######## design 1 ########
design_1/met3.png
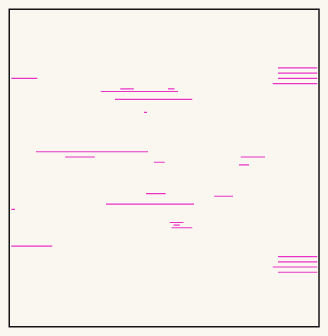

[config.mk]
export PLATFORM = sky130hd
export DESIGN_NAME = clk_rst_sequencer
export DESIGN_NICKNAME = d
export VERILOG_FILES = /design/src/rtl/clk_rst_sequencer.sv
export SDC_FILE = /design/constraint.sdc
export NUM_CORES = 1
export LEC_CHECK = 0
export CAP_MARGIN = 15
export CORE_AREA = 10 10 70 72
export CTS_CLUSTER_DIAMETER = 50
export DETAILED_ROUTE_END_ITERATION = 8
export DIE_AREA = 0 0 80 82
export PLACE_DENSITY_LB_ADDON = 0.12
export SLEW_MARGIN = 10
export SYNTH_ARGS = -nofsm -noshare
export SYNTH_HDL_FRONTEND = slang
export SYNTH_SLANG_ARGS = --single-unit
[constraint.sdc]
create_clock -name CLK -period 2.5 [get_ports CLK]
set_clock_uncertainty 0.05 [all_clocks]
set_input_delay 0.75 -clock CLK [delete_from_list [all_inputs] [get_ports CLK]]
set_output_delay 0.75 -clock CLK [all_outputs]
set_load 0.02 [all_outputs]
[src/rtl/clk_rst_sequencer.sv]
// Clock/reset sequencer: waits for a stable PLL lock, releases downstream reset, and handles lock loss and manual resets.
// Optional macro LOSS_CNT_EN adds a saturating 8-bit lock-loss counter on loss_cnt.
module clk_rst_sequencer #(
    parameter int unsigned STABLE_CYCLES = 1024,
    parameter int unsigned HOLD_CYCLES   = 16
) (
    input  logic       CLK,
    input  logic       RST,
    input  logic       locked,
    input  logic       SW,
    output logic       rst_out,
    output logic       ready,
    output logic       lock_lost,
    output logic [7:0] loss_cnt
);

    typedef enum logic [2:0] {
        WAIT_LOCK = 3'd0,
        STABLE    = 3'd1,
        RUN       = 3'd2,
        HOLD      = 3'd3,
        FAULT     = 3'd4
    } state_t;

    localparam logic [15:0] STABLE_LAST = 16'(STABLE_CYCLES - 1);
    localparam logic [7:0]  HOLD_LAST   = 8'(HOLD_CYCLES - 1);

    state_t      state_r;
    state_t      state_nxt_s;
    logic        locked_meta_r;
    logic        locked_s;
    logic        sw_meta_r;
    logic        sw_s;
    logic        sw_prev_r;
    logic        manual_req_s;
    logic [15:0] stab_cnt_r;
    logic [15:0] stab_cnt_nxt_s;
    logic [7:0]  hold_cnt_r;
    logic [7:0]  hold_cnt_nxt_s;
    logic        lock_lost_nxt_s;
    logic        fault_entry_s;
    logic        rst_out_r;
    logic        ready_r;
    logic        lock_lost_r;

    // Two-flop synchronizers for the asynchronous inputs plus the SW edge-detect flop
    always_ff @(posedge CLK) begin
        if (RST) begin
            locked_meta_r <= 1'b0;
            locked_s      <= 1'b0;
            sw_meta_r     <= 1'b0;
            sw_s          <= 1'b0;
            sw_prev_r     <= 1'b0;
        end else begin
            locked_meta_r <= locked;
            locked_s      <= locked_meta_r;
            sw_meta_r     <= SW;
            sw_s          <= sw_meta_r;
            sw_prev_r     <= sw_s;
        end
    end

    // A held-high SW yields a single request on its synchronized rising edge
    assign manual_req_s = sw_s & ~sw_prev_r;

    // Next-state, counter and sticky-flag logic
    always_comb begin
        state_nxt_s     = state_r;
        stab_cnt_nxt_s  = stab_cnt_r;
        hold_cnt_nxt_s  = hold_cnt_r;
        lock_lost_nxt_s = lock_lost_r;
        fault_entry_s   = 1'b0;
        case (state_r)
            WAIT_LOCK: begin
                stab_cnt_nxt_s = 16'd0;
                if (locked_s) begin
                    state_nxt_s = STABLE;
                end else begin
                    state_nxt_s = WAIT_LOCK;
                end
            end
            STABLE: begin
                // Any dropout restarts the full stability window
                if (!locked_s) begin
                    state_nxt_s    = WAIT_LOCK;
                    stab_cnt_nxt_s = 16'd0;
                end else if (stab_cnt_r == STABLE_LAST) begin
                    state_nxt_s    = RUN;
                    stab_cnt_nxt_s = 16'd0;
                end else begin
                    stab_cnt_nxt_s = stab_cnt_r + 16'd1;
                end
            end
            RUN: begin
                if (!locked_s) begin
                    state_nxt_s     = FAULT;
                    fault_entry_s   = 1'b1;
                    lock_lost_nxt_s = 1'b1;
                end else if (manual_req_s) begin
                    state_nxt_s     = HOLD;
                    hold_cnt_nxt_s  = 8'd0;
                    lock_lost_nxt_s = 1'b0;
                end else begin
                    state_nxt_s = RUN;
                end
            end
            HOLD: begin
                if (!locked_s) begin
                    state_nxt_s     = FAULT;
                    fault_entry_s   = 1'b1;
                    lock_lost_nxt_s = 1'b1;
                end else if (hold_cnt_r == HOLD_LAST) begin
                    state_nxt_s    = RUN;
                    hold_cnt_nxt_s = 8'd0;
                end else begin
                    hold_cnt_nxt_s = hold_cnt_r + 8'd1;
                end
            end
            FAULT: begin
                state_nxt_s = WAIT_LOCK;
            end
            default: begin
                state_nxt_s    = WAIT_LOCK;
                stab_cnt_nxt_s = 16'd0;
                hold_cnt_nxt_s = 8'd0;
            end
        endcase
    end

    // State, counters and outputs; outputs are decoded from the next state so they move with the state register
    always_ff @(posedge CLK) begin
        if (RST) begin
            state_r     <= WAIT_LOCK;
            stab_cnt_r  <= 16'd0;
            hold_cnt_r  <= 8'd0;
            rst_out_r   <= 1'b1;
            ready_r     <= 1'b0;
            lock_lost_r <= 1'b0;
        end else begin
            state_r     <= state_nxt_s;
            stab_cnt_r  <= stab_cnt_nxt_s;
            hold_cnt_r  <= hold_cnt_nxt_s;
            rst_out_r   <= (state_nxt_s != RUN);
            ready_r     <= (state_nxt_s == RUN);
            lock_lost_r <= lock_lost_nxt_s;
        end
    end

    assign rst_out   = rst_out_r;
    assign ready     = ready_r;
    assign lock_lost = lock_lost_r;

`ifdef LOSS_CNT_EN
    logic [7:0] loss_cnt_r;

    // Saturating count of FAULT entries
    always_ff @(posedge CLK) begin
        if (RST) begin
            loss_cnt_r <= 8'd0;
        end else if (fault_entry_s && (loss_cnt_r != 8'hFF)) begin
            loss_cnt_r <= loss_cnt_r + 8'd1;
        end else begin
            loss_cnt_r <= loss_cnt_r;
        end
    end

    assign loss_cnt = loss_cnt_r;
`else
    logic unused_fault_entry_s;
    assign unused_fault_entry_s = fault_entry_s;
    assign loss_cnt             = 8'h00;
`endif

endmodule

######## design 2 ########
$ cat config.mk
export PLATFORM = sky130hd
export DESIGN_NAME = apb_mem_responder
export DESIGN_NICKNAME = d
export VERILOG_FILES = /design/src/rtl/apb_mem_responder.sv
export SDC_FILE = /design/constraint.sdc
export NUM_CORES = 2
export LEC_CHECK = 0
export ABC_AREA = 1
export CORE_UTILIZATION = 65
export CTS_BUF_LIST = sky130_fd_sc_hd__clkbuf_8
export DETAILED_ROUTE_END_ITERATION = 10
export PLACE_DENSITY = 0.81
export SKIP_CTS_REPAIR_TIMING = 1
export SLEW_MARGIN = 20
export SYNTH_ARGS = -nofsm -noshare
export SYNTH_HDL_FRONTEND = slang
export SYNTH_SLANG_ARGS = --single-unit
$ cat constraint.sdc
create_clock -name clk -period 7.34 [get_ports clk]
set_clock_uncertainty 0.05 [all_clocks]
set_input_delay 1.101 -clock clk [delete_from_list [all_inputs] [get_ports clk]]
set_output_delay 1.101 -clock clk [all_outputs]
set_load 0.05 [all_outputs]
$ cat src/rtl/apb_mem_responder.sv
// Memory-side responder for one APB slave's Memory_Bus link.
// Byte-wide storage; each accepted read/write completes after LATENCY wait
// cycles with a one-cycle ready pulse (err alongside for out-of-range).
module apb_mem_responder #(
  parameter int unsigned DEPTH   = 256,
  parameter int unsigned LATENCY = 2
) (
  input  logic       clk,
  input  logic       reset,
  input  logic       ce,
  input  logic       wren,
  input  logic       rden,
  input  logic [7:0] addr,
  input  logic [7:0] wdata,
  output logic [7:0] rdata,
  output logic       ready,
  output logic       err
);

  localparam int unsigned AW = (DEPTH > 1) ? $clog2(DEPTH) : 1;

  typedef enum logic [1:0] {IDLE, BUSY, DONE} state_t;

  state_t      state_q, state_d;
  logic [3:0]  cnt_q, cnt_d;
  logic [7:0]  addr_q, addr_d;
  logic [7:0]  wdata_q, wdata_d;
  logic        op_wr_q, op_wr_d;
  logic [7:0]  rdata_q, rdata_d;
  logic        ready_q, ready_d;
  logic        err_q, err_d;
  logic        do_access;
  logic        in_range;
  logic [AW-1:0] idx;

  logic [7:0] mem [DEPTH];

  assign in_range = ({24'd0, addr_q} < DEPTH);
  assign idx      = addr_q[AW-1:0];

  // Next-state, request latching and completion/err pulse generation.
  always_comb begin
    state_d   = state_q;
    cnt_d     = cnt_q;
    addr_d    = addr_q;
    wdata_d   = wdata_q;
    op_wr_d   = op_wr_q;
    rdata_d   = rdata_q;
    ready_d   = 1'b0;
    err_d     = 1'b0;
    do_access = 1'b0;
    unique case (state_q)
      IDLE: begin
        if (ce && wren && rden) begin
          err_d = 1'b1;
        end else if (ce && (wren ^ rden)) begin
          addr_d  = addr;
          wdata_d = wdata;
          op_wr_d = wren;
          cnt_d   = 4'(LATENCY);
          state_d = BUSY;
        end
      end
      BUSY: begin
        if (!ce) begin
          state_d = IDLE;
        end else if (cnt_q != '0) begin
          cnt_d = cnt_q - 4'd1;
        end else begin
          do_access = 1'b1;
          ready_d   = 1'b1;
          err_d     = !in_range;
          state_d   = DONE;
          if (!op_wr_q) rdata_d = in_range ? mem[idx] : '0;
        end
      end
      DONE:    state_d = IDLE;
      default: state_d = IDLE;
    endcase
  end

  // State and output registers with synchronous reset.
  always_ff @(posedge clk) begin
    if (reset) begin
      state_q <= IDLE;
      cnt_q   <= '0;
      addr_q  <= '0;
      wdata_q <= '0;
      op_wr_q <= 1'b0;
      rdata_q <= '0;
      ready_q <= 1'b0;
      err_q   <= 1'b0;
    end else begin
      state_q <= state_d;
      cnt_q   <= cnt_d;
      addr_q  <= addr_d;
      wdata_q <= wdata_d;
      op_wr_q <= op_wr_d;
      rdata_q <= rdata_d;
      ready_q <= ready_d;
      err_q   <= err_d;
    end
  end

  // Storage write; never cleared, suppressed on a reset edge.
  always_ff @(posedge clk) begin
    if (!reset && do_access && op_wr_q && in_range) mem[idx] <= wdata_q;
  end

  assign rdata = rdata_q;
  assign ready = ready_q;
  assign err   = err_q;

endmodule
######## design 3 ########
$ cat config.mk
export PLATFORM = sky130hd
export DESIGN_NAME = sd_spi_cmd_engine
export DESIGN_NICKNAME = d
export VERILOG_FILES = /design/src/rtl/sd_spi_pkg.sv /design/src/rtl/sd_spi_byte_xfer.sv /design/src/rtl/sd_spi_cmd_engine.sv
export SDC_FILE = /design/constraint.sdc
export NUM_CORES = 1
export LEC_CHECK = 0
export CAP_MARGIN = 10
export CORE_MARGIN = 2
export CORE_UTILIZATION = 57
export CTS_BUF_LIST = sky130_fd_sc_hd__clkbuf_4
export DETAILED_ROUTE_END_ITERATION = 8
export PLACE_DENSITY = 0.9
export SLEW_MARGIN = 20
export SYNTH_ARGS = -nofsm -noshare
export SYNTH_HDL_FRONTEND = slang
export SYNTH_SLANG_ARGS = --single-unit
$ cat constraint.sdc
create_clock -name clk -period 6.1 [get_ports clk]
set_input_delay 1.525 -clock clk [delete_from_list [all_inputs] [get_ports clk]]
set_output_delay 1.525 -clock clk [all_outputs]
set_load 0.03 [all_outputs]
$ cat src/rtl/sd_spi_pkg.sv
`timescale 1ns/1ps
// sd_spi_pkg: shared types, SD command indices and helper functions for the
// SPI-mode SD command engine.
package sd_spi_pkg;

    typedef enum logic [1:0] {
        RESP_R1   = 2'd0,
        RESP_R1B  = 2'd1,
        RESP_R3R7 = 2'd2,
        RESP_RSVD = 2'd3
    } resp_type_e;

    typedef enum logic [2:0] {
        ST_INIT_CLK,
        ST_IDLE,
        ST_PRE,
        ST_SEND,
        ST_WAIT_R1,
        ST_EXT,
        ST_BUSY,
        ST_POST
    } state_e;

    localparam logic [5:0] CMD0   = 6'd0;
    localparam logic [5:0] CMD8   = 6'd8;
    localparam logic [5:0] CMD55  = 6'd55;
    localparam logic [5:0] ACMD41 = 6'd41;
    localparam logic [5:0] CMD58  = 6'd58;

    // CRC7 (x^7 + x^3 + 1) over the 40 leading command bits, MSB first.
    function automatic logic [6:0] crc7(input logic [39:0] d);
        logic [6:0] c;
        logic       fb;
        c = '0;
        for (int unsigned i = 0; i < 40; i++) begin
            fb   = d[39-i] ^ c[6];
            c    = {c[5:0], 1'b0};
            c[0] = fb;
            c[3] = c[3] ^ fb;
        end
        return c;
    endfunction

    // SCLK half-period in system clock cycles.
    function automatic int unsigned half_div(input int unsigned clk_hz, input int unsigned f_hz);
        return clk_hz / (2 * f_hz);
    endfunction

endpackage

$ cat src/rtl/sd_spi_byte_xfer.sv
`timescale 1ns/1ps
// sd_spi_byte_xfer: full-duplex 8-bit SPI mode-0 shifter with its own SCLK
// divider. A start pulse while idle loads the tx byte; done pulses one cycle
// after the eighth falling edge, with the received byte on rx_o.
module sd_spi_byte_xfer #(
    parameter int unsigned HALF_W = 7
) (
    input  logic              clk,
    input  logic              rst,
    input  logic              start_i,
    input  logic [7:0]        tx_i,
    input  logic [HALF_W-1:0] half_i,
    input  logic              miso_i,
    output logic              sclk_o,
    output logic              mosi_o,
    output logic              done_o,
    output logic [7:0]        rx_o
);

    logic              active_q;
    logic              sclk_q;
    logic              done_q;
    logic [7:0]        tx_q;
    logic [7:0]        rx_q;
    logic [2:0]        bit_q;
    logic [HALF_W-1:0] div_q;

    // Divider and shifter: sample MISO on the rising edge, advance MOSI on the falling edge.
    always_ff @(posedge clk or posedge rst) begin
        if (rst) begin
            active_q <= 1'b0;
            sclk_q   <= 1'b0;
            done_q   <= 1'b0;
            tx_q     <= '1;
            rx_q     <= '1;
            bit_q    <= '0;
            div_q    <= '0;
        end else begin
            done_q <= 1'b0;
            if (!active_q) begin
                if (start_i) begin
                    active_q <= 1'b1;
                    tx_q     <= tx_i;
                    bit_q    <= '0;
                    div_q    <= half_i - HALF_W'(1);
                end
            end else if (div_q != '0) begin
                div_q <= div_q - HALF_W'(1);
            end else begin
                div_q <= half_i - HALF_W'(1);
                if (!sclk_q) begin
                    sclk_q <= 1'b1;
                    rx_q   <= {rx_q[6:0], miso_i};
                end else begin
                    sclk_q <= 1'b0;
                    if (bit_q == 3'd7) begin
                        active_q <= 1'b0;
                        done_q   <= 1'b1;
                    end else begin
                        bit_q <= bit_q + 3'd1;
                        tx_q  <= {tx_q[6:0], 1'b1};
                    end
                end
            end
        end
    end

    assign sclk_o = sclk_q;
    assign mosi_o = tx_q[7];
    assign done_o = done_q;
    assign rx_o   = rx_q;

endmodule

$ cat src/rtl/sd_spi_cmd_engine.sv
`timescale 1ns/1ps
// sd_spi_cmd_engine: SPI-mode SD command/response engine. Runs the power-up
// clocks, sends a 48-bit command frame and collects R1, R1b or R3/R7.
// Optional macro SD_CRC7_GEN_EN: generate CRC7 internally instead of using cmd_crc.
module sd_spi_cmd_engine
    import sd_spi_pkg::*;
#(
    parameter int unsigned CLK_HZ      = 100000000,
    parameter int unsigned SLOW_HZ     = 400000,
    parameter int unsigned FAST_HZ     = 25000000,
    parameter int unsigned INIT_CLOCKS = 80,
    parameter int unsigned NCR_MAX     = 8,
    parameter int unsigned BUSY_MAX    = 65535
) (
    input  logic        clk,
    input  logic        rst,
    input  logic        cmd_valid,
    output logic        cmd_ready,
    input  logic [5:0]  cmd_index,
    input  logic [31:0] cmd_arg,
    input  logic [6:0]  cmd_crc,
    input  logic [1:0]  resp_type,
    input  logic        fast_mode,
    output logic        resp_valid,
    output logic [7:0]  resp_r1,
    output logic [31:0] resp_data,
    output logic        resp_timeout,
    output logic        sd_sclk,
    output logic        sd_cs,
    output logic        sd_mosi,
    input  logic        sd_miso
);

    localparam int unsigned SLOW_HALF  = half_div(CLK_HZ, SLOW_HZ);
    localparam int unsigned FAST_HALF  = half_div(CLK_HZ, FAST_HZ);
    localparam int unsigned HALF_W     = $clog2(SLOW_HALF + 1);
    localparam int unsigned INIT_BYTES = (INIT_CLOCKS + 7) / 8;
    localparam int unsigned CNT_MAX    = (BUSY_MAX > INIT_BYTES) ?
                                         ((BUSY_MAX > NCR_MAX) ? BUSY_MAX : NCR_MAX) :
                                         ((INIT_BYTES > NCR_MAX) ? INIT_BYTES : NCR_MAX);
    localparam int unsigned BYTE_W     = $clog2(CNT_MAX + 1);

    localparam logic [HALF_W-1:0] SLOW_H    = HALF_W'(SLOW_HALF);
    localparam logic [HALF_W-1:0] FAST_H    = HALF_W'(FAST_HALF);
    localparam logic [BYTE_W-1:0] INIT_LAST = BYTE_W'(INIT_BYTES - 1);
    localparam logic [BYTE_W-1:0] SEND_LAST = BYTE_W'(5);
    localparam logic [BYTE_W-1:0] NCR_LAST  = BYTE_W'(NCR_MAX - 1);
    localparam logic [BYTE_W-1:0] EXT_LAST  = BYTE_W'(3);
    localparam logic [BYTE_W-1:0] BUSY_LAST = BYTE_W'(BUSY_MAX - 1);

    state_e            state_q;
    resp_type_e        rtype_q;
    logic              go_q;
    logic [7:0]        tx_q;
    logic              cs_q;
    logic [BYTE_W-1:0] cnt_q;
    logic [47:0]       frame_q;
    logic              fast_q;
    logic              ready_q;
    logic              valid_q;
    logic [7:0]        r1_q;
    logic [31:0]       data_q;
    logic              timeout_q;
    logic              miso_s1_q;
    logic              miso_s2_q;

    logic [6:0]        crc_d;
    logic [47:0]       frame_d;
    logic [HALF_W-1:0] half_d;
    logic              xfer_done;
    logic [7:0]        xfer_rx;

`ifdef SD_CRC7_GEN_EN
    assign crc_d = crc7({2'b01, cmd_index, cmd_arg});
`else
    assign crc_d = cmd_crc;
`endif

    assign frame_d = {2'b01, cmd_index, cmd_arg, crc_d, 1'b1};
    assign half_d  = (state_q == ST_INIT_CLK || !fast_q) ? SLOW_H : FAST_H;

    // Two-flop synchroniser for the card's data line.
    always_ff @(posedge clk or posedge rst) begin
        if (rst) begin
            miso_s1_q <= 1'b1;
            miso_s2_q <= 1'b1;
        end else begin
            miso_s1_q <= sd_miso;
            miso_s2_q <= miso_s1_q;
        end
    end

    sd_spi_byte_xfer #(
        .HALF_W (HALF_W)
    ) u_xfer (
        .clk     (clk),
        .rst     (rst),
        .start_i (go_q),
        .tx_i    (tx_q),
        .half_i  (half_d),
        .miso_i  (miso_s2_q),
        .sclk_o  (sd_sclk),
        .mosi_o  (sd_mosi),
        .done_o  (xfer_done),
        .rx_o    (xfer_rx)
    );

    // Command sequencer: one byte transfer per go pulse, decisions on each done.
    // go_q resets high so the first power-up byte starts right after reset.
    always_ff @(posedge clk or posedge rst) begin
        if (rst) begin
            state_q   <= ST_INIT_CLK;
            rtype_q   <= RESP_R1;
            go_q      <= 1'b1;
            tx_q      <= 8'hFF;
            cs_q      <= 1'b1;
            cnt_q     <= '0;
            frame_q   <= '0;
            fast_q    <= 1'b0;
            ready_q   <= 1'b0;
            valid_q   <= 1'b0;
            r1_q      <= 8'hFF;
            data_q    <= '0;
            timeout_q <= 1'b0;
        end else begin
            go_q    <= 1'b0;
            valid_q <= 1'b0;
            case (state_q)
                ST_INIT_CLK: if (xfer_done) begin
                    if (cnt_q == INIT_LAST) begin
                        cnt_q   <= '0;
                        ready_q <= 1'b1;
                        state_q <= ST_IDLE;
                    end else begin
                        cnt_q <= cnt_q + 1'b1;
                        go_q  <= 1'b1;
                    end
                end
                ST_IDLE: if (cmd_valid && ready_q) begin
                    ready_q   <= 1'b0;
                    frame_q   <= frame_d;
                    rtype_q   <= resp_type_e'(resp_type);
                    fast_q    <= fast_mode;
                    r1_q      <= 8'hFF;
                    data_q    <= '0;
                    timeout_q <= 1'b0;
                    cs_q      <= 1'b0;
                    tx_q      <= 8'hFF;
                    go_q      <= 1'b1;
                    state_q   <= ST_PRE;
                end
                ST_PRE: if (xfer_done) begin
                    cnt_q   <= '0;
                    tx_q    <= frame_q[47:40];
                    go_q    <= 1'b1;
                    state_q <= ST_SEND;
                end
                ST_SEND: if (xfer_done) begin
                    go_q <= 1'b1;
                    if (cnt_q == SEND_LAST) begin
                        cnt_q   <= '0;
                        tx_q    <= 8'hFF;
                        state_q <= ST_WAIT_R1;
                    end else begin
                        cnt_q   <= cnt_q + 1'b1;
                        tx_q    <= frame_q[39:32];
                        frame_q <= {frame_q[39:0], 8'h00};
                    end
                end
                ST_WAIT_R1: if (xfer_done) begin
                    go_q <= 1'b1;
                    if (!xfer_rx[7]) begin
                        r1_q  <= xfer_rx;
                        cnt_q <= '0;
                        if (rtype_q == RESP_R1B) begin
                            state_q <= ST_BUSY;
                        end else if (rtype_q == RESP_R3R7 && !xfer_rx[2]) begin
                            state_q <= ST_EXT;
                        end else begin
                            cs_q    <= 1'b1;
                            state_q <= ST_POST;
                        end
                    end else if (cnt_q == NCR_LAST) begin
                        timeout_q <= 1'b1;
                        cs_q      <= 1'b1;
                        state_q   <= ST_POST;
                    end else begin
                        cnt_q <= cnt_q + 1'b1;
                    end
                end
                ST_EXT: if (xfer_done) begin
                    go_q   <= 1'b1;
                    data_q <= {data_q[23:0], xfer_rx};
                    if (cnt_q == EXT_LAST) begin
                        cs_q    <= 1'b1;
                        state_q <= ST_POST;
                    end else begin
                        cnt_q <= cnt_q + 1'b1;
                    end
                end
                ST_BUSY: if (xfer_done) begin
                    go_q <= 1'b1;
                    if (xfer_rx != 8'h00) begin
                        cs_q    <= 1'b1;
                        state_q <= ST_POST;
                    end else if (cnt_q == BUSY_LAST) begin
                        timeout_q <= 1'b1;
                        r1_q      <= 8'hFF;
                        cs_q      <= 1'b1;
                        state_q   <= ST_POST;
                    end else begin
                        cnt_q <= cnt_q + 1'b1;
                    end
                end
                ST_POST: if (xfer_done) begin
                    valid_q <= 1'b1;
                    ready_q <= 1'b1;
                    state_q <= ST_IDLE;
                end
                default: state_q <= ST_INIT_CLK;
            endcase
        end
    end

    assign cmd_ready    = ready_q;
    assign resp_valid   = valid_q;
    assign resp_r1      = r1_q;
    assign resp_data    = data_q;
    assign resp_timeout = timeout_q;
    assign sd_cs        = cs_q;

endmodule

######## design 4 ########
## src/rtl/tqvp_xoshiro_fifo_if.sv

```systemverilog
// tqvp_xoshiro_fifo_if: TinyQV peripheral bus between core (master) and peripheral (slave)
interface tqvp_xoshiro_fifo_if;
  logic [5:0] address;
  logic [31:0] data_in;
  logic [1:0] data_write_n;
  logic [1:0] data_read_n;
  logic [31:0] data_out;
  logic data_ready;
  modport master (output address, data_in, data_write_n, data_read_n, input data_out, data_ready);
  modport slave (input address, data_in, data_write_n, data_read_n, output data_out, data_ready);
endinterface

```

## src/rtl/tqvp_xoshiro_fifo.sv

```systemverilog
// tqvp_xoshiro_fifo: xoshiro128++ random source with prefetch FIFO on the TinyQV peripheral bus
module tqvp_xoshiro_fifo #(
  parameter int FIFO_DEPTH = 4,
  parameter logic [31:0] SEED0 = 32'h1,
  parameter logic [31:0] SEED1 = 32'h2,
  parameter logic [31:0] SEED2 = 32'h3,
  parameter logic [31:0] SEED3 = 32'h4
) (
  input logic clk,
  input logic rst_n,
  input logic [7:0] ui_in,
  output logic [7:0] uo_out,
  output logic user_interrupt,
  tqvp_xoshiro_fifo_if.slave bus
);
  localparam int AW = $clog2(FIFO_DEPTH);
  logic [31:0] s_q [4];
  logic [31:0] s_d [4];
  logic [31:0] mem_q [FIFO_DEPTH];
  logic [AW-1:0] wp_q, rp_q;
  logic [4:0] level_q;
  logic [7:0] ctrl_q;
  logic irq_q;
  logic [31:0] sum, rnd_w, x2, x3, n0, n1, n2, n3;
  logic rd, wr, rnd_rd, seed_wr, ctrl_wr, empty, full, pop, push;
  logic [1:0] seed_idx;
  logic unused_ok;
  assign unused_ok = &{1'b0, ui_in};
  assign sum = s_q[0] + s_q[3];
  assign rnd_w = {sum[24:0], sum[31:25]} + s_q[0];
  assign x2 = s_q[2] ^ s_q[0];
  assign x3 = s_q[3] ^ s_q[1];
  assign n1 = s_q[1] ^ x2;
  assign n0 = s_q[0] ^ x3;
  assign n2 = x2 ^ (s_q[1] << 9);
  assign n3 = {x3[20:0], x3[31:21]};
  assign rd = bus.data_read_n != 2'b11;
  assign wr = bus.data_write_n != 2'b11;
  assign rnd_rd = rd && bus.address == 6'h00;
  assign seed_wr = bus.data_write_n == 2'b10 && bus.address inside {6'h04, 6'h08, 6'h0C, 6'h10};
  assign seed_idx = 2'(bus.address[4:2] - 3'd1);
  assign ctrl_wr = wr && bus.address == 6'h14;
  assign empty = level_q == 5'd0;
  assign full = level_q == 5'(FIFO_DEPTH);
  assign pop = rst_n && rnd_rd && !empty;
  assign push = rst_n && ctrl_q[0] && (!full || pop) && !seed_wr;
  always_comb begin
    s_d[0] = (seed_wr && seed_idx == 2'd0) ? bus.data_in : push ? n0 : s_q[0];
    s_d[1] = (seed_wr && seed_idx == 2'd1) ? bus.data_in : push ? n1 : s_q[1];
    s_d[2] = (seed_wr && seed_idx == 2'd2) ? bus.data_in : push ? n2 : s_q[2];
    s_d[3] = (seed_wr && seed_idx == 2'd3) ? bus.data_in : push ? n3 : s_q[3];
    if (seed_wr && ~|(s_d[0] | s_d[1] | s_d[2] | s_d[3])) s_d[0] = 32'h1;
  end
  always_ff @(posedge clk)
    if (push) mem_q[wp_q] <= rnd_w;
  always_ff @(posedge clk) begin
    if (!rst_n) begin
      s_q[0] <= SEED0;
      s_q[1] <= SEED1;
      s_q[2] <= SEED2;
      s_q[3] <= SEED3;
      wp_q <= '0;
      rp_q <= '0;
      level_q <= '0;
      ctrl_q <= 8'h01;
      irq_q <= 1'b0;
    end else begin
      for (int i = 0; i < 4; i++) s_q[i] <= s_d[i];
      if (seed_wr) begin
        wp_q <= '0;
        rp_q <= '0;
        level_q <= '0;
      end else begin
        if (push) wp_q <= wp_q + AW'(1);
        if (pop) rp_q <= rp_q + AW'(1);
        level_q <= level_q + 5'(push) - 5'(pop);
      end
      if (ctrl_wr) ctrl_q <= bus.data_in[7:0] & 8'hF3;
      irq_q <= ctrl_q[1] && level_q >= {1'b0, ctrl_q[7:4]};
    end
  end
  assign bus.data_ready = rst_n && (rnd_rd ? !empty : (rd || wr));
  assign bus.data_out = !rst_n ? '0 :
                        bus.address == 6'h00 ? mem_q[rp_q] :
                        bus.address == 6'h14 ? {24'h0, ctrl_q} :
                        bus.address == 6'h18 ? {22'h0, full, empty, 3'h0, level_q} : '0;
  assign uo_out = 8'h00;
  assign user_interrupt = irq_q;
endmodule

```

## src/flat_wrapper.sv

```systemverilog
// flat-port wrapper written by rule: the top's interface ports become plain ports
module tqvp_xoshiro_fifo_flat 
#(
  parameter int FIFO_DEPTH = 4,
  parameter logic [31:0] SEED0 = 32'h1,
  parameter logic [31:0] SEED1 = 32'h2,
  parameter logic [31:0] SEED2 = 32'h3,
  parameter logic [31:0] SEED3 = 32'h4
)
  (clk, rst_n, ui_in, uo_out, user_interrupt, bus_address, bus_data_in, bus_data_write_n, bus_data_read_n, bus_data_out, bus_data_ready);
  tqvp_xoshiro_fifo_if bus_i ();
  input logic clk;
  input logic rst_n;
  input logic [7:0] ui_in;
  output logic [7:0] uo_out;
  output logic user_interrupt;
  input wire logic [$bits(bus_i.address)-1:0] bus_address;
  input wire logic [$bits(bus_i.data_in)-1:0] bus_data_in;
  input wire logic [$bits(bus_i.data_write_n)-1:0] bus_data_write_n;
  input wire logic [$bits(bus_i.data_read_n)-1:0] bus_data_read_n;
  output wire logic [$bits(bus_i.data_out)-1:0] bus_data_out;
  output wire logic [$bits(bus_i.data_ready)-1:0] bus_data_ready;
  assign bus_i.address = bus_address;
  assign bus_i.data_in = bus_data_in;
  assign bus_i.data_write_n = bus_data_write_n;
  assign bus_i.data_read_n = bus_data_read_n;
  assign bus_data_out = bus_i.data_out;
  assign bus_data_ready = bus_i.data_ready;
  tqvp_xoshiro_fifo #(.FIFO_DEPTH(FIFO_DEPTH), .SEED0(SEED0), .SEED1(SEED1), .SEED2(SEED2), .SEED3(SEED3)) u_core (.clk(clk), .rst_n(rst_n), .ui_in(ui_in), .uo_out(uo_out), .user_interrupt(user_interrupt), .bus(bus_i));
endmodule
```

## config.mk

```make
export PLATFORM = sky130hd
export DESIGN_NAME = tqvp_xoshiro_fifo_flat
export DESIGN_NICKNAME = d
export VERILOG_FILES = /design/src/rtl/tqvp_xoshiro_fifo_if.sv /design/src/rtl/tqvp_xoshiro_fifo.sv /design/src/flat_wrapper.sv
export SDC_FILE = /design/constraint.sdc
export NUM_CORES = 1
export LEC_CHECK = 0
export ABC_CLOCK_PERIOD_IN_PS = 7300
export CAP_MARGIN = 20
export CORE_MARGIN = 3
export CORE_UTILIZATION = 60
export CTS_BUF_LIST = sky130_fd_sc_hd__clkbuf_16
export CTS_CLUSTER_DIAMETER = 120
export DETAILED_ROUTE_END_ITERATION = 6
export DONT_BUFFER_PORTS = 1
export PLACE_DENSITY = 0.76
export SLEW_MARGIN = 20
export SYNTH_ARGS = -nofsm -noshare
export SYNTH_HDL_FRONTEND = slang
export SYNTH_SLANG_ARGS = --single-unit
export TNS_END_PERCENT = 100
```

## constraint.sdc

```tcl
create_clock -name clk -period 7.3 [get_ports clk]
set_input_delay 1.46 -clock clk [delete_from_list [all_inputs] [get_ports clk]]
set_output_delay 1.46 -clock clk [all_outputs]
set_load 0.02 [all_outputs]
```

design_4/pins.png
Pins as bars across the die edge, other pins in gray.
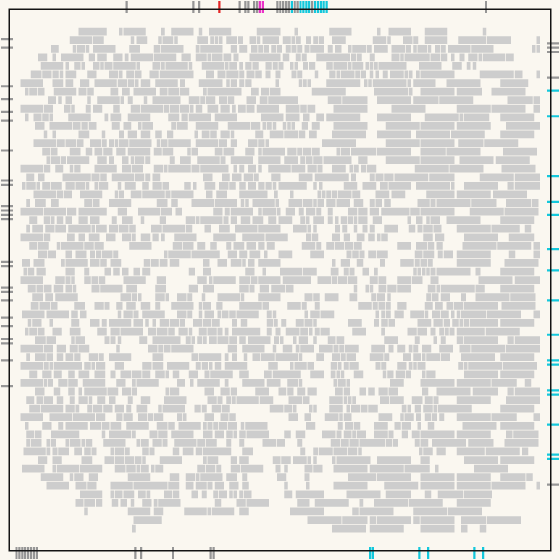
port	color	pins	direction	edge
user_interrupt	red	1	output	top
bus_data_out	cyan	32	output	16 right, 10 top, 6 bottom
bus_data_write_n	magenta	2	input	top
all pins by edge	30 top, 24 left, 21 right, 19 bottom

design_4/met3.png
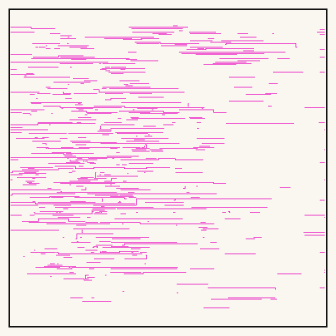
nets with wire on the layer	253
share of all routed wire	11%
wire length on this layer	5400 um
longest straight run	86.7 um
main direction	horizontal

==> Table 3: Implementation characteristics, design 4 <==
Table: implementation figures

Parameter                              Value

Timing
  Worst clock skew on the final layout .................. 0.0185 ns
  Setup tns final .................. 0 ns

CTS
  TritonCTS Sinks .................. ~270

Routing
  Detailed-route wire length .................. roughly 50 mm

Worst setup path
  Cell family with the largest share of critical-path delay .................. AND-OR/OR-AND gates
  CP required .................. about 7.6 ns
  Worst Reg-to-Reg Cells .................. 22

Logic synthesis
  Area share of xor/xnor cells in the synthesized design .................. under 10%
  Top_reg_cell synth .................. sky130_fd_sc_hd__dfxtp_1

Status
  Status .................. finished, final reports clean

Die
  Die ar. .................. between 20000 and 30000 um^2
  Num tapcells .................. 335

Global route
  First-pass GRT wire length .................. between 70 and 80 mm
  Total global routing track utilization .................. between 30% and 40%

Final layout
  Logic gate fraction of the total cell area .................. roughly half
[design 4: worst paths after layout]
path                     from                  end  slack [ns]
min            u_core.wp_q[1]       u_core.wp_q[1]        0.51
max reg2reg  u_core.s_q[0][5]  u_core.mem_q[1][25]        0.38
max          u_core.s_q[0][5]  u_core.mem_q[1][25]        0.38
min reg2reg    u_core.wp_q[1]       u_core.wp_q[1]        0.51
[design 4: routing by layer]
layer	global-route usage (%)	up-vias	part of all wire [%]
met2	53.3	783	45
met4	17.1	0	6.1
met5	0	-	0
met1	45.2	6523	39
li1	-	6116	-
met3	7.08	162	11
[design 4: flip-flops by register name, indices dropped and copies added, names as in the netlist, named ones only]
name                   flops
u_core.mem_q             128
u_core.s_q               128
u_core.ctrl_q              6
u_core.level_q             5
u_core.rp_q                2
u_core.wp_q                2
u_core.user_interrupt      1
[design 4: power by group]
| part | internal, mW | leakage [nW] | total [mW] | switching (mW) |
|---|---|---|---|---|
| clock network | 0.906 | 0.473 | 1.55 | 0.642 |
| registers | 1.87 | 2.37 | 2.03 | 0.155 |
| logic | 0.474 | 4.11 | 1.22 | 0.744 |
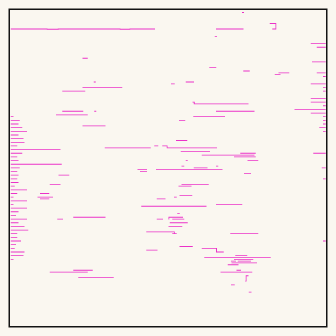
design_3/met3.png
wire length on this layer	786 um
main direction	horizontal
detailed-route wire length: 15.8 mm
via count: 5768
met3 GRT Util: 4.89%

==> Table 3: Implementation characteristics, design 3 <==
Table: implementation figures

Parameter                              Value

Logic synthesis
  Most instantiated library cell after synthesis .................. sky130_fd_sc_hd__nand2_1
  Top_reg_cell synth .................. sky130_fd_sc_hd__dfrtp_1
  FFs w/ async S/R, synth .................. 100%
  Area contributors post-synth .................. sky130_fd_sc_hd__dfrtp_1, sky130_fd_sc_hd__dfstp_2, sky130_fd_sc_hd__nand2_1
  Yosys simple share .................. between 10% and 20%
  Total number of yosys warnings .................. 0
  Cell types with the highest counts after synthesis .................. sky130_fd_sc_hd__nand2_1, sky130_fd_sc_hd__dfrtp_1, sky130_fd_sc_hd__o21ai_0

CTS
  Total CTS buffers .................. 17
  Buffers from clock root to sink, at most .................. 2
  TritonCTS clock tree .................. done
  TritonCTS Sinks .................. around 150

Pwr
  Leak pwr .................. between 3 and 4 nW

Worst setup path
  Worst setup endpoint .................. sd_mosi
  CP required .................. between 4 and 5 ns
  Buffers plus inverters on the worst setup path .................. 1
  CP Data Arrival Time .................. 1.79 ns

Timing
  Final number of max-transition violations .................. 0
  Worst hold slack .................. 0.390 ns
  Worst clock skew on the final layout .................. approximately 0.014 ns

Status
  Status .................. finished, final reports clean

Global route
  GR Util met2 .................. about two fifths
  Total global routing track utilization .................. 23.9%

Routing
  Met1 wire length .................. approximately 6.6 mm

Die
  Core Rows .................. a little over 40
  Chip width .................. between 100 and 150 um
## design 3: area by class of cell
type / instances / area (um^2) / share of cell area [%]
well taps: 172 / 215 / 2.49
inverters: 15 / 61.3 / 0.708
repair buffers: 103 / 1020 / 11.7
clock buffers: 17 / 128 / 1.47
clock inverters: 15 / 140 / 1.62
flip-flops and latches: 154 / 3900 / 45.0
multi-input cells: 523 / 3200 / 36.9
## design 3: how the worst min path moves through the flow
stage,startpoint,end,slack [ns]
6_report,miso_s1_q,miso_s2_q,0.39
3_5_place_dp,miso_s1_q,miso_s2_q,0.35
2_1_floorplan,miso_s1_q,miso_s2_q,0.35
5_1_grt,miso_s1_q,miso_s2_q,0.39
3_3_place_gp,miso_s1_q,miso_s2_q,0.35
4_1_cts,miso_s1_q,miso_s2_q,0.38
## design 3: stage by stage
stage               setup WS, ns  total power, mW
global placement            2.47             1.10
CTS                         2.74             1.70
floorplan                  0.485             1.06
global route                2.63             1.75
finish                      2.78             1.68
detailed placement          2.38             1.10
## design 3: power by group
group / total [mW] / leakage [nW] / internal [mW] / switching [mW]
combinational: 0.0609 / 1.45 / 0.0329 / 0.0280
clock: 0.597 / 0.155 / 0.211 / 0.386
sequential: 1.02 / 2.00 / 1.02 / 0.000224
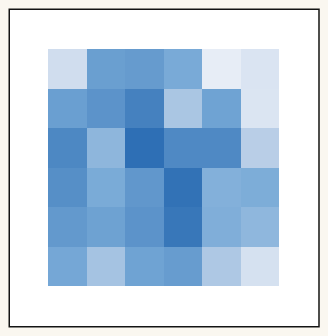
design_1/density.png
8 x 8 tiles, from white (low) to dark blue (high), 0 to 100% covered.
densest ninth of the die	middle
fullest tile	75%
nearly empty tiles	44%
emptiest ninth of the die	top right
Final Core Density: 51.8%
area of the placeable core: 3580 um^2
Initial Util: 47.1%

design_1/pins.png
Pins as bars across the die edge, other pins in gray.
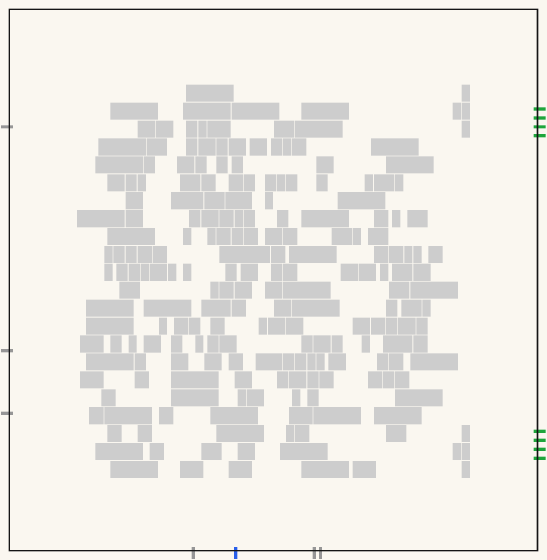
port	color	pins	direction	edge
RST	blue	1	input	bottom
loss_cnt	green	8	output	right
all pins by edge	8 right, 4 bottom, 3 left

## Picture notes: design_1/met3.png
share of all routed wire	6.8%
nets with wire on the layer	23
wire length on this layer	232 um
main direction	horizontal
detailed-route wire length: 3.42 mm
met3 GRT Util: 3.93%
via count: 1422

==> Table 3: Implementation characteristics, design 1 <==
Table: implementation figures

Parameter                              Value

Status
  Status .................. finished, final reports clean

CTS
  Total CTS buffers .................. 5

Global route
  Via count of the first global-routing pass .................. roughly 1.4k

Worst setup path
  Setup crit end kind .................. primary output
  Standard cell with the maximum stage delay on the critical path .................. sky130_fd_sc_hd__clkdlybuf4s50_1
  Buffers plus inverters on the worst setup path .................. 1
  Reg-to-Reg Start .................. stab_cnt_r[7]
  Worst Reg-to-Reg Cells .................. 5
  Reg-to-reg setup timing slack .................. ~0.43 ns

Timing
  Headroom to the max-slew limit .................. 58.4%
  FMAX .................. between 400 and 500 MHz
  Unrepaired setup endpoints after global routing .................. no

Routing
  Number of vias per cell after detailed routing .................. between 5 and 6

Job
  Max-cap violation count .................. 0

Worst hold path
  Worst hold path class .................. reg -> reg
  Hold endpoint .................. locked_s
  Cell count of the worst hold path .................. 1

Logic synthesis
  Yosys cell count .................. between 150 and 200
  FFs w/ async S/R, synth .................. 0%
  Most instantiated library cell after synthesis .................. sky130_fd_sc_hd__dfxtp_1
  Cell types with the highest counts after synthesis .................. sky130_fd_sc_hd__dfxtp_1, sky130_fd_sc_hd__a21oi_1, sky130_fd_sc_hd__nor2_1
  Main logic family .................. simple AND/OR/NAND/NOR gates
  Area share, top type .................. 41.5%
  Sequential-to-total area share from yosys stat .................. 41.5%

Final layout
  Sequential fraction of total cell area .................. a little under two fifths

Pwr
  Total power of the final layout .................. about 0.90 mW
  Power density over cell area .................. approximately 480 nW/um^2

Die
  Die boundary height .................. roughly 82 um
design 1: power by group:
group	total, mW	switching [mW]	internal (mW)
registers	0.563	0.00238	0.561
logic	0.0318	0.0214	0.0104
clock network	0.304	0.174	0.130
total	0.899	0.197	0.702
design 1: sequential cells by signal, summed over array words and instances, names as in the netlist:
register       count
state_r            3
hold_cnt_r         8
locked_meta_r      1
rst_out            1
sw_meta_r          1
stab_cnt_r        16
sw_prev_r          1
sw_s               1
lock_lost          1
locked_s           1
ready              1
design 1: routing by layer:
metal	vias up	part of all wire, %
met1	661	43
li1	713	-
met3	7	6.8
met2	41	48
met4	0	2.0
met5	-	0
design 1: metrics by stage:
step	worst slack (ns)	cells
after floorplan	0.536	202
after global routing	0.272	258
after detailed placement	0.107	251
after global placement	0.151	251
final	0.402	258
after CTS	0.377	258
design 1: kinds of logic (layout without fill, tap and decap cells):
group,after synthesis,in the layout
AND/OR/NAND/NOR,86,86
buffers and inverters,18,26
flip-flops,35,35
AND-OR/OR-AND,44,44
adder cells (fa/ha/maj),2,2
other,1,8
XOR/XNOR,8,8
multiplexers,1,1
design_2/density.png
36 x 36 tiles, from white (low) to dark blue (high), 0 to 100% covered.
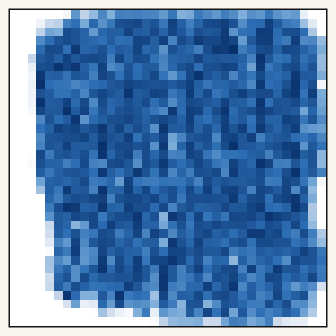
emptiest ninth of the die	bottom left
nearly empty tiles	12%
mean over tiles	68%
tiles over 75% full	60%
fullest tile	100%
area of the placeable core: 128000 um^2
Initial Util: 65.7%
Final Core Density: 71.1%

design_2/pins.png
Pins as bars across the die edge, other pins in gray.
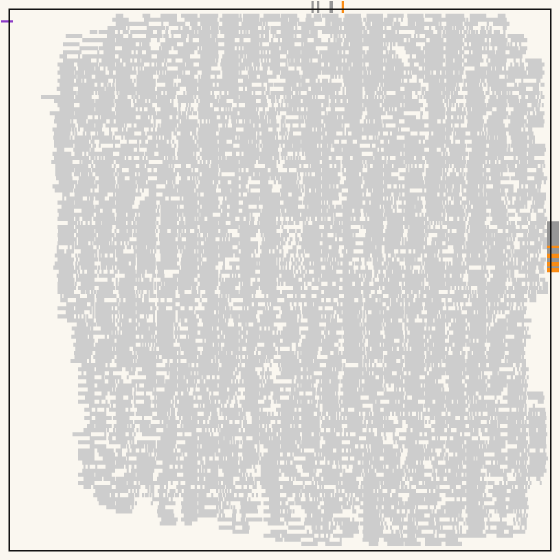
port	color	pins	direction	edge
clk	purple	1	input	left
addr	orange	8	input	7 right, 1 top
count of input and output buffers: 30
chip width: 362 um
die boundary height: 362 um

==> Table 3: Implementation characteristics, design 2 <==
Table: implementation figures

Parameter                              Value

Status
  Status .................. finished, final reports clean

Worst setup path
  Cells along the critical path .................. inv_8, nor2_8, buf_12, buf_12, nand2_1, nand2_1, o21ai_0, nand2_1, nor2_1, nor2_1, nor2_1, nand2_1, nand2_1, nand2_1, nor2_1, nor2_1
  Worst Reg-to-Reg Cells .................. 16
  Sort of element at the start of the critical path .................. flop

Die
  Num tapcells .................. about 1.7k

Final layout
  Flip-flop count of the largest register after layout .................. approximately 2.0k
  Number of non-clock buffers in the layout .................. approximately 100
  Inverters .................. 31

Timing
  Setup tns final .................. 0 ns
  Slew of the pin with the lowest slew margin .................. 1.24 ns

Job
  Max-cap violation count .................. 0

Logic synthesis
  Number of instances in the synthesized netlist .................. about 7.5k
  Yosys simple share .................. between 20 and 25%

CTS
  CTS H-Tree Depth .................. 5
  Buffers from clock root to sink, at most .................. 4
-- design 2: metrics by stage --
step | power, mW | hold slack (ns) | worst slack [ns] | cells | util (%)
6_report | 24.1 | 0.419 | 2.95 | 9429 | 71.1
3_5_place_dp | 15.6 | 0.415 | 2.70 | 8887 | 66.7
4_1_cts | 24.0 | 0.424 | 3.16 | 9426 | 71.1
3_3_place_gp | 15.5 | 0.405 | 2.75 | 8886 | 66.7
5_1_grt | 24.7 | 0.454 | 2.76 | 9429 | 71.1
2_1_floorplan | 14.8 | 0.390 | 3.04 | 7516 | -
-- design 2: synth_stat cells, drive strengths merged --
master and number:
inv 28, nor2 600, nor3 8, a31oi 1, a22oi 4, clkbuf 121, nand4 137, a21oi 132
o21ai 161, buf 266, nand2 3847, a41oi 1, nor4 1, edfxtp 2048, ha 2, clkinv 3
nand3 123, dfxtp 33
-- design 2: layer usage --
metal	up-vias	routed length, um	GRT usage, %
met1	26700	77800	45.0
li1	25300	-	-
met3	763	32000	9.35
met4	12	11300	17.3
met2	4385	99800	51.8
met5	-	88	0

==> layout pictures side by side <==
Clock distribution.
(a)
The bar under the picture is 50 um long.
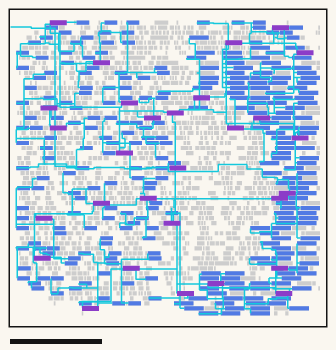
(b)
The bar under the picture is 20 um long.
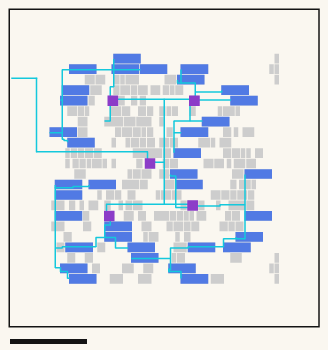
(c)
The bar under the picture is 100 um long.
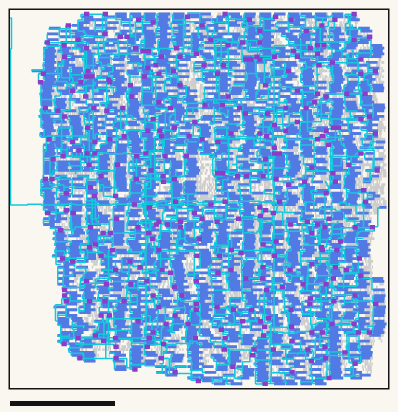
(d)
The bar under the picture is 20 um long.
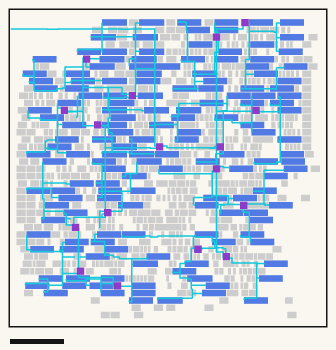
(d) is design 3.
(a) is design 4.
(b) is design 1.
(c) is design 2.
The one with the largest die is (c).

Key to (d):
[flip-flops] blue | count: 154
[clock wires] cyan | length: 1640 um
[cells driving clock nets] purple | count: 17
flops lie	all over the die
routed clock nets	18


######## design 5 ########
===== config.mk =====
export PLATFORM = sky130hd
export DESIGN_NAME = reg_writeback_unit
export DESIGN_NICKNAME = d
export VERILOG_FILES = /design/src/rtl/reg_writeback_unit.sv
export SDC_FILE = /design/constraint.sdc
export NUM_CORES = 1
export LEC_CHECK = 0
export CAP_MARGIN = 30
export CORE_ASPECT_RATIO = 1.4
export CORE_MARGIN = 4
export CORE_UTILIZATION = 42
export DETAILED_ROUTE_END_ITERATION = 6
export HOLD_SLACK_MARGIN = 0.12
export PLACE_DENSITY = 0.91
export SLEW_MARGIN = 40
export SYNTH_ARGS = -nofsm -noshare
export SYNTH_HDL_FRONTEND = slang
export SYNTH_SLANG_ARGS = --single-unit

===== constraint.sdc =====
create_clock -name clk -period 4.1 [get_ports clk]
set_input_delay 0.82 -clock clk [delete_from_list [all_inputs] [get_ports clk]]
set_output_delay 0.82 -clock clk [all_outputs]
set_load 0.05 [all_outputs]

===== src/rtl/reg_writeback_unit.sv =====
// reg_writeback_unit: write-back stage driving the register-file write port; holds loads until memory responds or times out.
// Optional macro WB_BYPASS_EN adds a combinational write-to-read forwarding path.
module reg_writeback_unit #(
    parameter int DATA_W      = 32,
    parameter int ADDR_W      = 5,
    parameter int LINK_REG    = 31,
    parameter int MEM_TIMEOUT = 16
) (
    input  logic              clk,
    input  logic              rst,
    input  logic              in_valid,
    output logic              in_ready,
    input  logic              in_RegWrite,
    input  logic              in_MemtoReg,
    input  logic              in_link,
    input  logic [ADDR_W-1:0] in_dest,
    input  logic [DATA_W-1:0] in_alu_result,
    input  logic [DATA_W-1:0] in_pc_plus4,
    input  logic              mem_rvalid,
    input  logic [DATA_W-1:0] mem_rdata,
`ifdef WB_BYPASS_EN
    input  logic [ADDR_W-1:0] read_addr_1,
    input  logic [ADDR_W-1:0] read_addr_2,
    input  logic [DATA_W-1:0] rf_data_1,
    input  logic [DATA_W-1:0] rf_data_2,
    output logic [DATA_W-1:0] fwd_data_1,
    output logic [DATA_W-1:0] fwd_data_2,
`endif
    output logic              RegWrite,
    output logic [ADDR_W-1:0] write_addr,
    output logic [DATA_W-1:0] write_data,
    output logic              busy,
    output logic              load_timeout
);
    localparam logic [0:0] IDLE     = 1'b0;
    localparam logic [0:0] WAIT_MEM = 1'b1;
    localparam int CW = $clog2(MEM_TIMEOUT + 1);

    logic [0:0]        state;
    logic [CW-1:0]     cnt;
    logic [ADDR_W-1:0] ld_dest;
    logic              ld_we;
    logic [ADDR_W-1:0] c_addr;
    logic [DATA_W-1:0] c_data;
    logic              c_we;

    assign in_ready = state == IDLE;
    assign busy     = state == WAIT_MEM;

    always_comb begin
        c_addr = in_link ? ADDR_W'(LINK_REG) : in_dest;
        c_data = in_link ? in_pc_plus4 : in_alu_result;
        c_we   = in_link | in_RegWrite;
    end

    always_ff @(posedge clk) begin
        if (rst) begin
            state        <= IDLE;
            cnt          <= '0;
            ld_dest      <= '0;
            ld_we        <= 1'b0;
            RegWrite     <= 1'b0;
            write_addr   <= '0;
            write_data   <= '0;
            load_timeout <= 1'b0;
        end else begin
            RegWrite     <= 1'b0;
            load_timeout <= 1'b0;
            if (state == IDLE) begin
                if (in_valid && in_MemtoReg && !in_link) begin
                    state   <= WAIT_MEM;
                    ld_dest <= in_dest;
                    ld_we   <= in_RegWrite;
                    cnt     <= '0;
                end else if (in_valid) begin
                    RegWrite   <= c_we && c_addr != '0;
                    write_addr <= c_addr;
                    write_data <= c_data;
                end
            end else if (mem_rvalid) begin
                // data arriving on the last counted cycle still commits
                state      <= IDLE;
                RegWrite   <= ld_we && ld_dest != '0;
                write_addr <= ld_dest;
                write_data <= mem_rdata;
            end else if (cnt == CW'(MEM_TIMEOUT - 1)) begin
                state        <= IDLE;
                load_timeout <= 1'b1;
            end else begin
                cnt <= cnt + CW'(1);
            end
        end
    end

`ifdef WB_BYPASS_EN
    assign fwd_data_1 = (RegWrite && read_addr_1 != '0 && write_addr == read_addr_1) ? write_data : rf_data_1;
    assign fwd_data_2 = (RegWrite && read_addr_2 != '0 && write_addr == read_addr_2) ? write_data : rf_data_2;
`endif
endmodule


design_5/met3.png
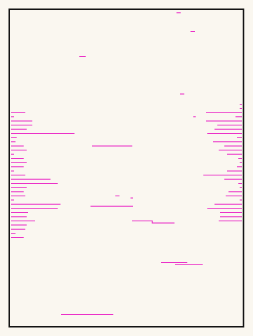
main direction	horizontal
longest straight run	20.5 um
detailed-route wire length: 7.74 mm
met3 GRT Util: 4.77%
via count: 2533

==> power by group <==
| group | switching (mW) | internal [mW] | total [mW] |
|---|---|---|---|
| combinational | 0.225 | 0.201 | 0.426 |
| clock | 0.156 | 0.120 | 0.275 |
| sequential | 0.0263 | 0.528 | 0.554 |
| total | 0.406 | 0.849 | 1.26 |
==> worst paths after layout <==
path	depth (start not counted)	slack, ns	start	end
min reg2reg	1	0.47	write_data[29]	write_data[29]
min	1	0.47	write_data[29]	write_data[29]
max reg2reg	5	2.07	busy	write_data[11]
max	1	1.27	busy	busy
==> sequential cells by signal, indices dropped and copies added (netlist names) <==
signal,count
ld_we,1
write_data,32
RegWrite,1
busy,1
write_addr,5
ld_dest,5
load_timeout,1
cnt,5
==> worst reg2reg max path, stage by stage, from the launching register on <==
cell	delay (ns)
sky130_fd_sc_hd__dfxtp_2	0.78
sky130_fd_sc_hd__nand2b_4	0.29
sky130_fd_sc_hd__o21ai_4	0.13
sky130_fd_sc_hd__nor2_4	0.32
sky130_fd_sc_hd__buf_4	0.31
sky130_fd_sc_hd__o2bb2ai_2	0.13
==> Table 3: Implementation characteristics <==
Table: implementation figures

Parameter                              Value

Status
  Status .................. finished, final reports clean

Logic synthesis
  Most instantiated library cell after synthesis .................. sky130_fd_sc_hd__nor2_1
  Flip-flops with a built-in enable .................. 0
  Flip-flop and latch count after synthesis .................. between 50 and 60
  FFs w/ async S/R, synth .................. 0%
  Yosys simple share .................. 12.6%
  Number of instances in the synthesized netlist .................. about 270
  Cell types with the highest counts after synthesis .................. sky130_fd_sc_hd__nor2_1, sky130_fd_sc_hd__dfxtp_1, sky130_fd_sc_hd__mux2i_1

Routing
  Met1 wire length .................. around 2.9 mm
  Iteration-0 DRC Markers .................. 88

Timing
  Worst hold slack .................. approximately 0.47 ns
  Final number of max-transition violations .................. 0

Final layout
  Inverters .................. 3
  Logic gate fraction of the total cell area .................. between 30% and 40%
  Tally of filler cells in the layout .................. between 400 and 500

Job
  Log Warnings .................. 26

Worst setup path
  CP Data Arrival Time .................. approximately 2 ns

Die
  Area of the placeable core .................. around 6300 um^2


==> gallery <==
Placement view.
image #1
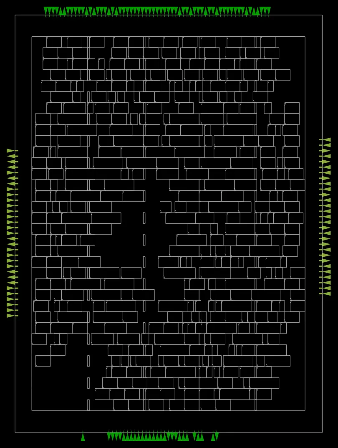
image #2
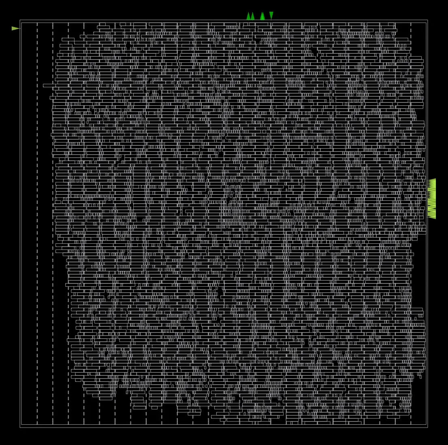
image #3
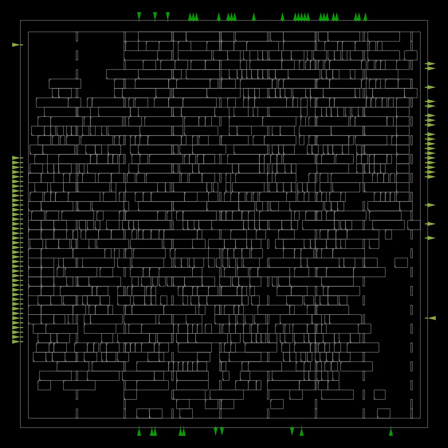
image #4
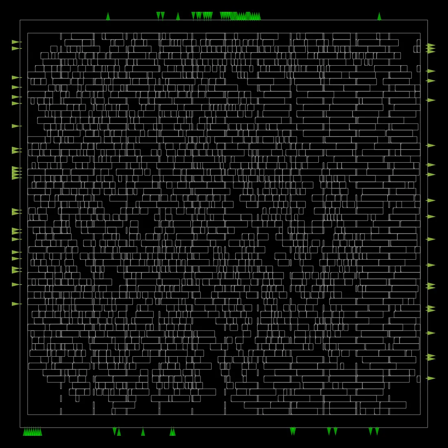
| from | picture |
|---|---|
| design 3 | image #3 |
| design 4 | image #4 |
| design 2 | image #2 |
| design 5 | image #1 |

Power is estimated from default activity; no workload was simulated.
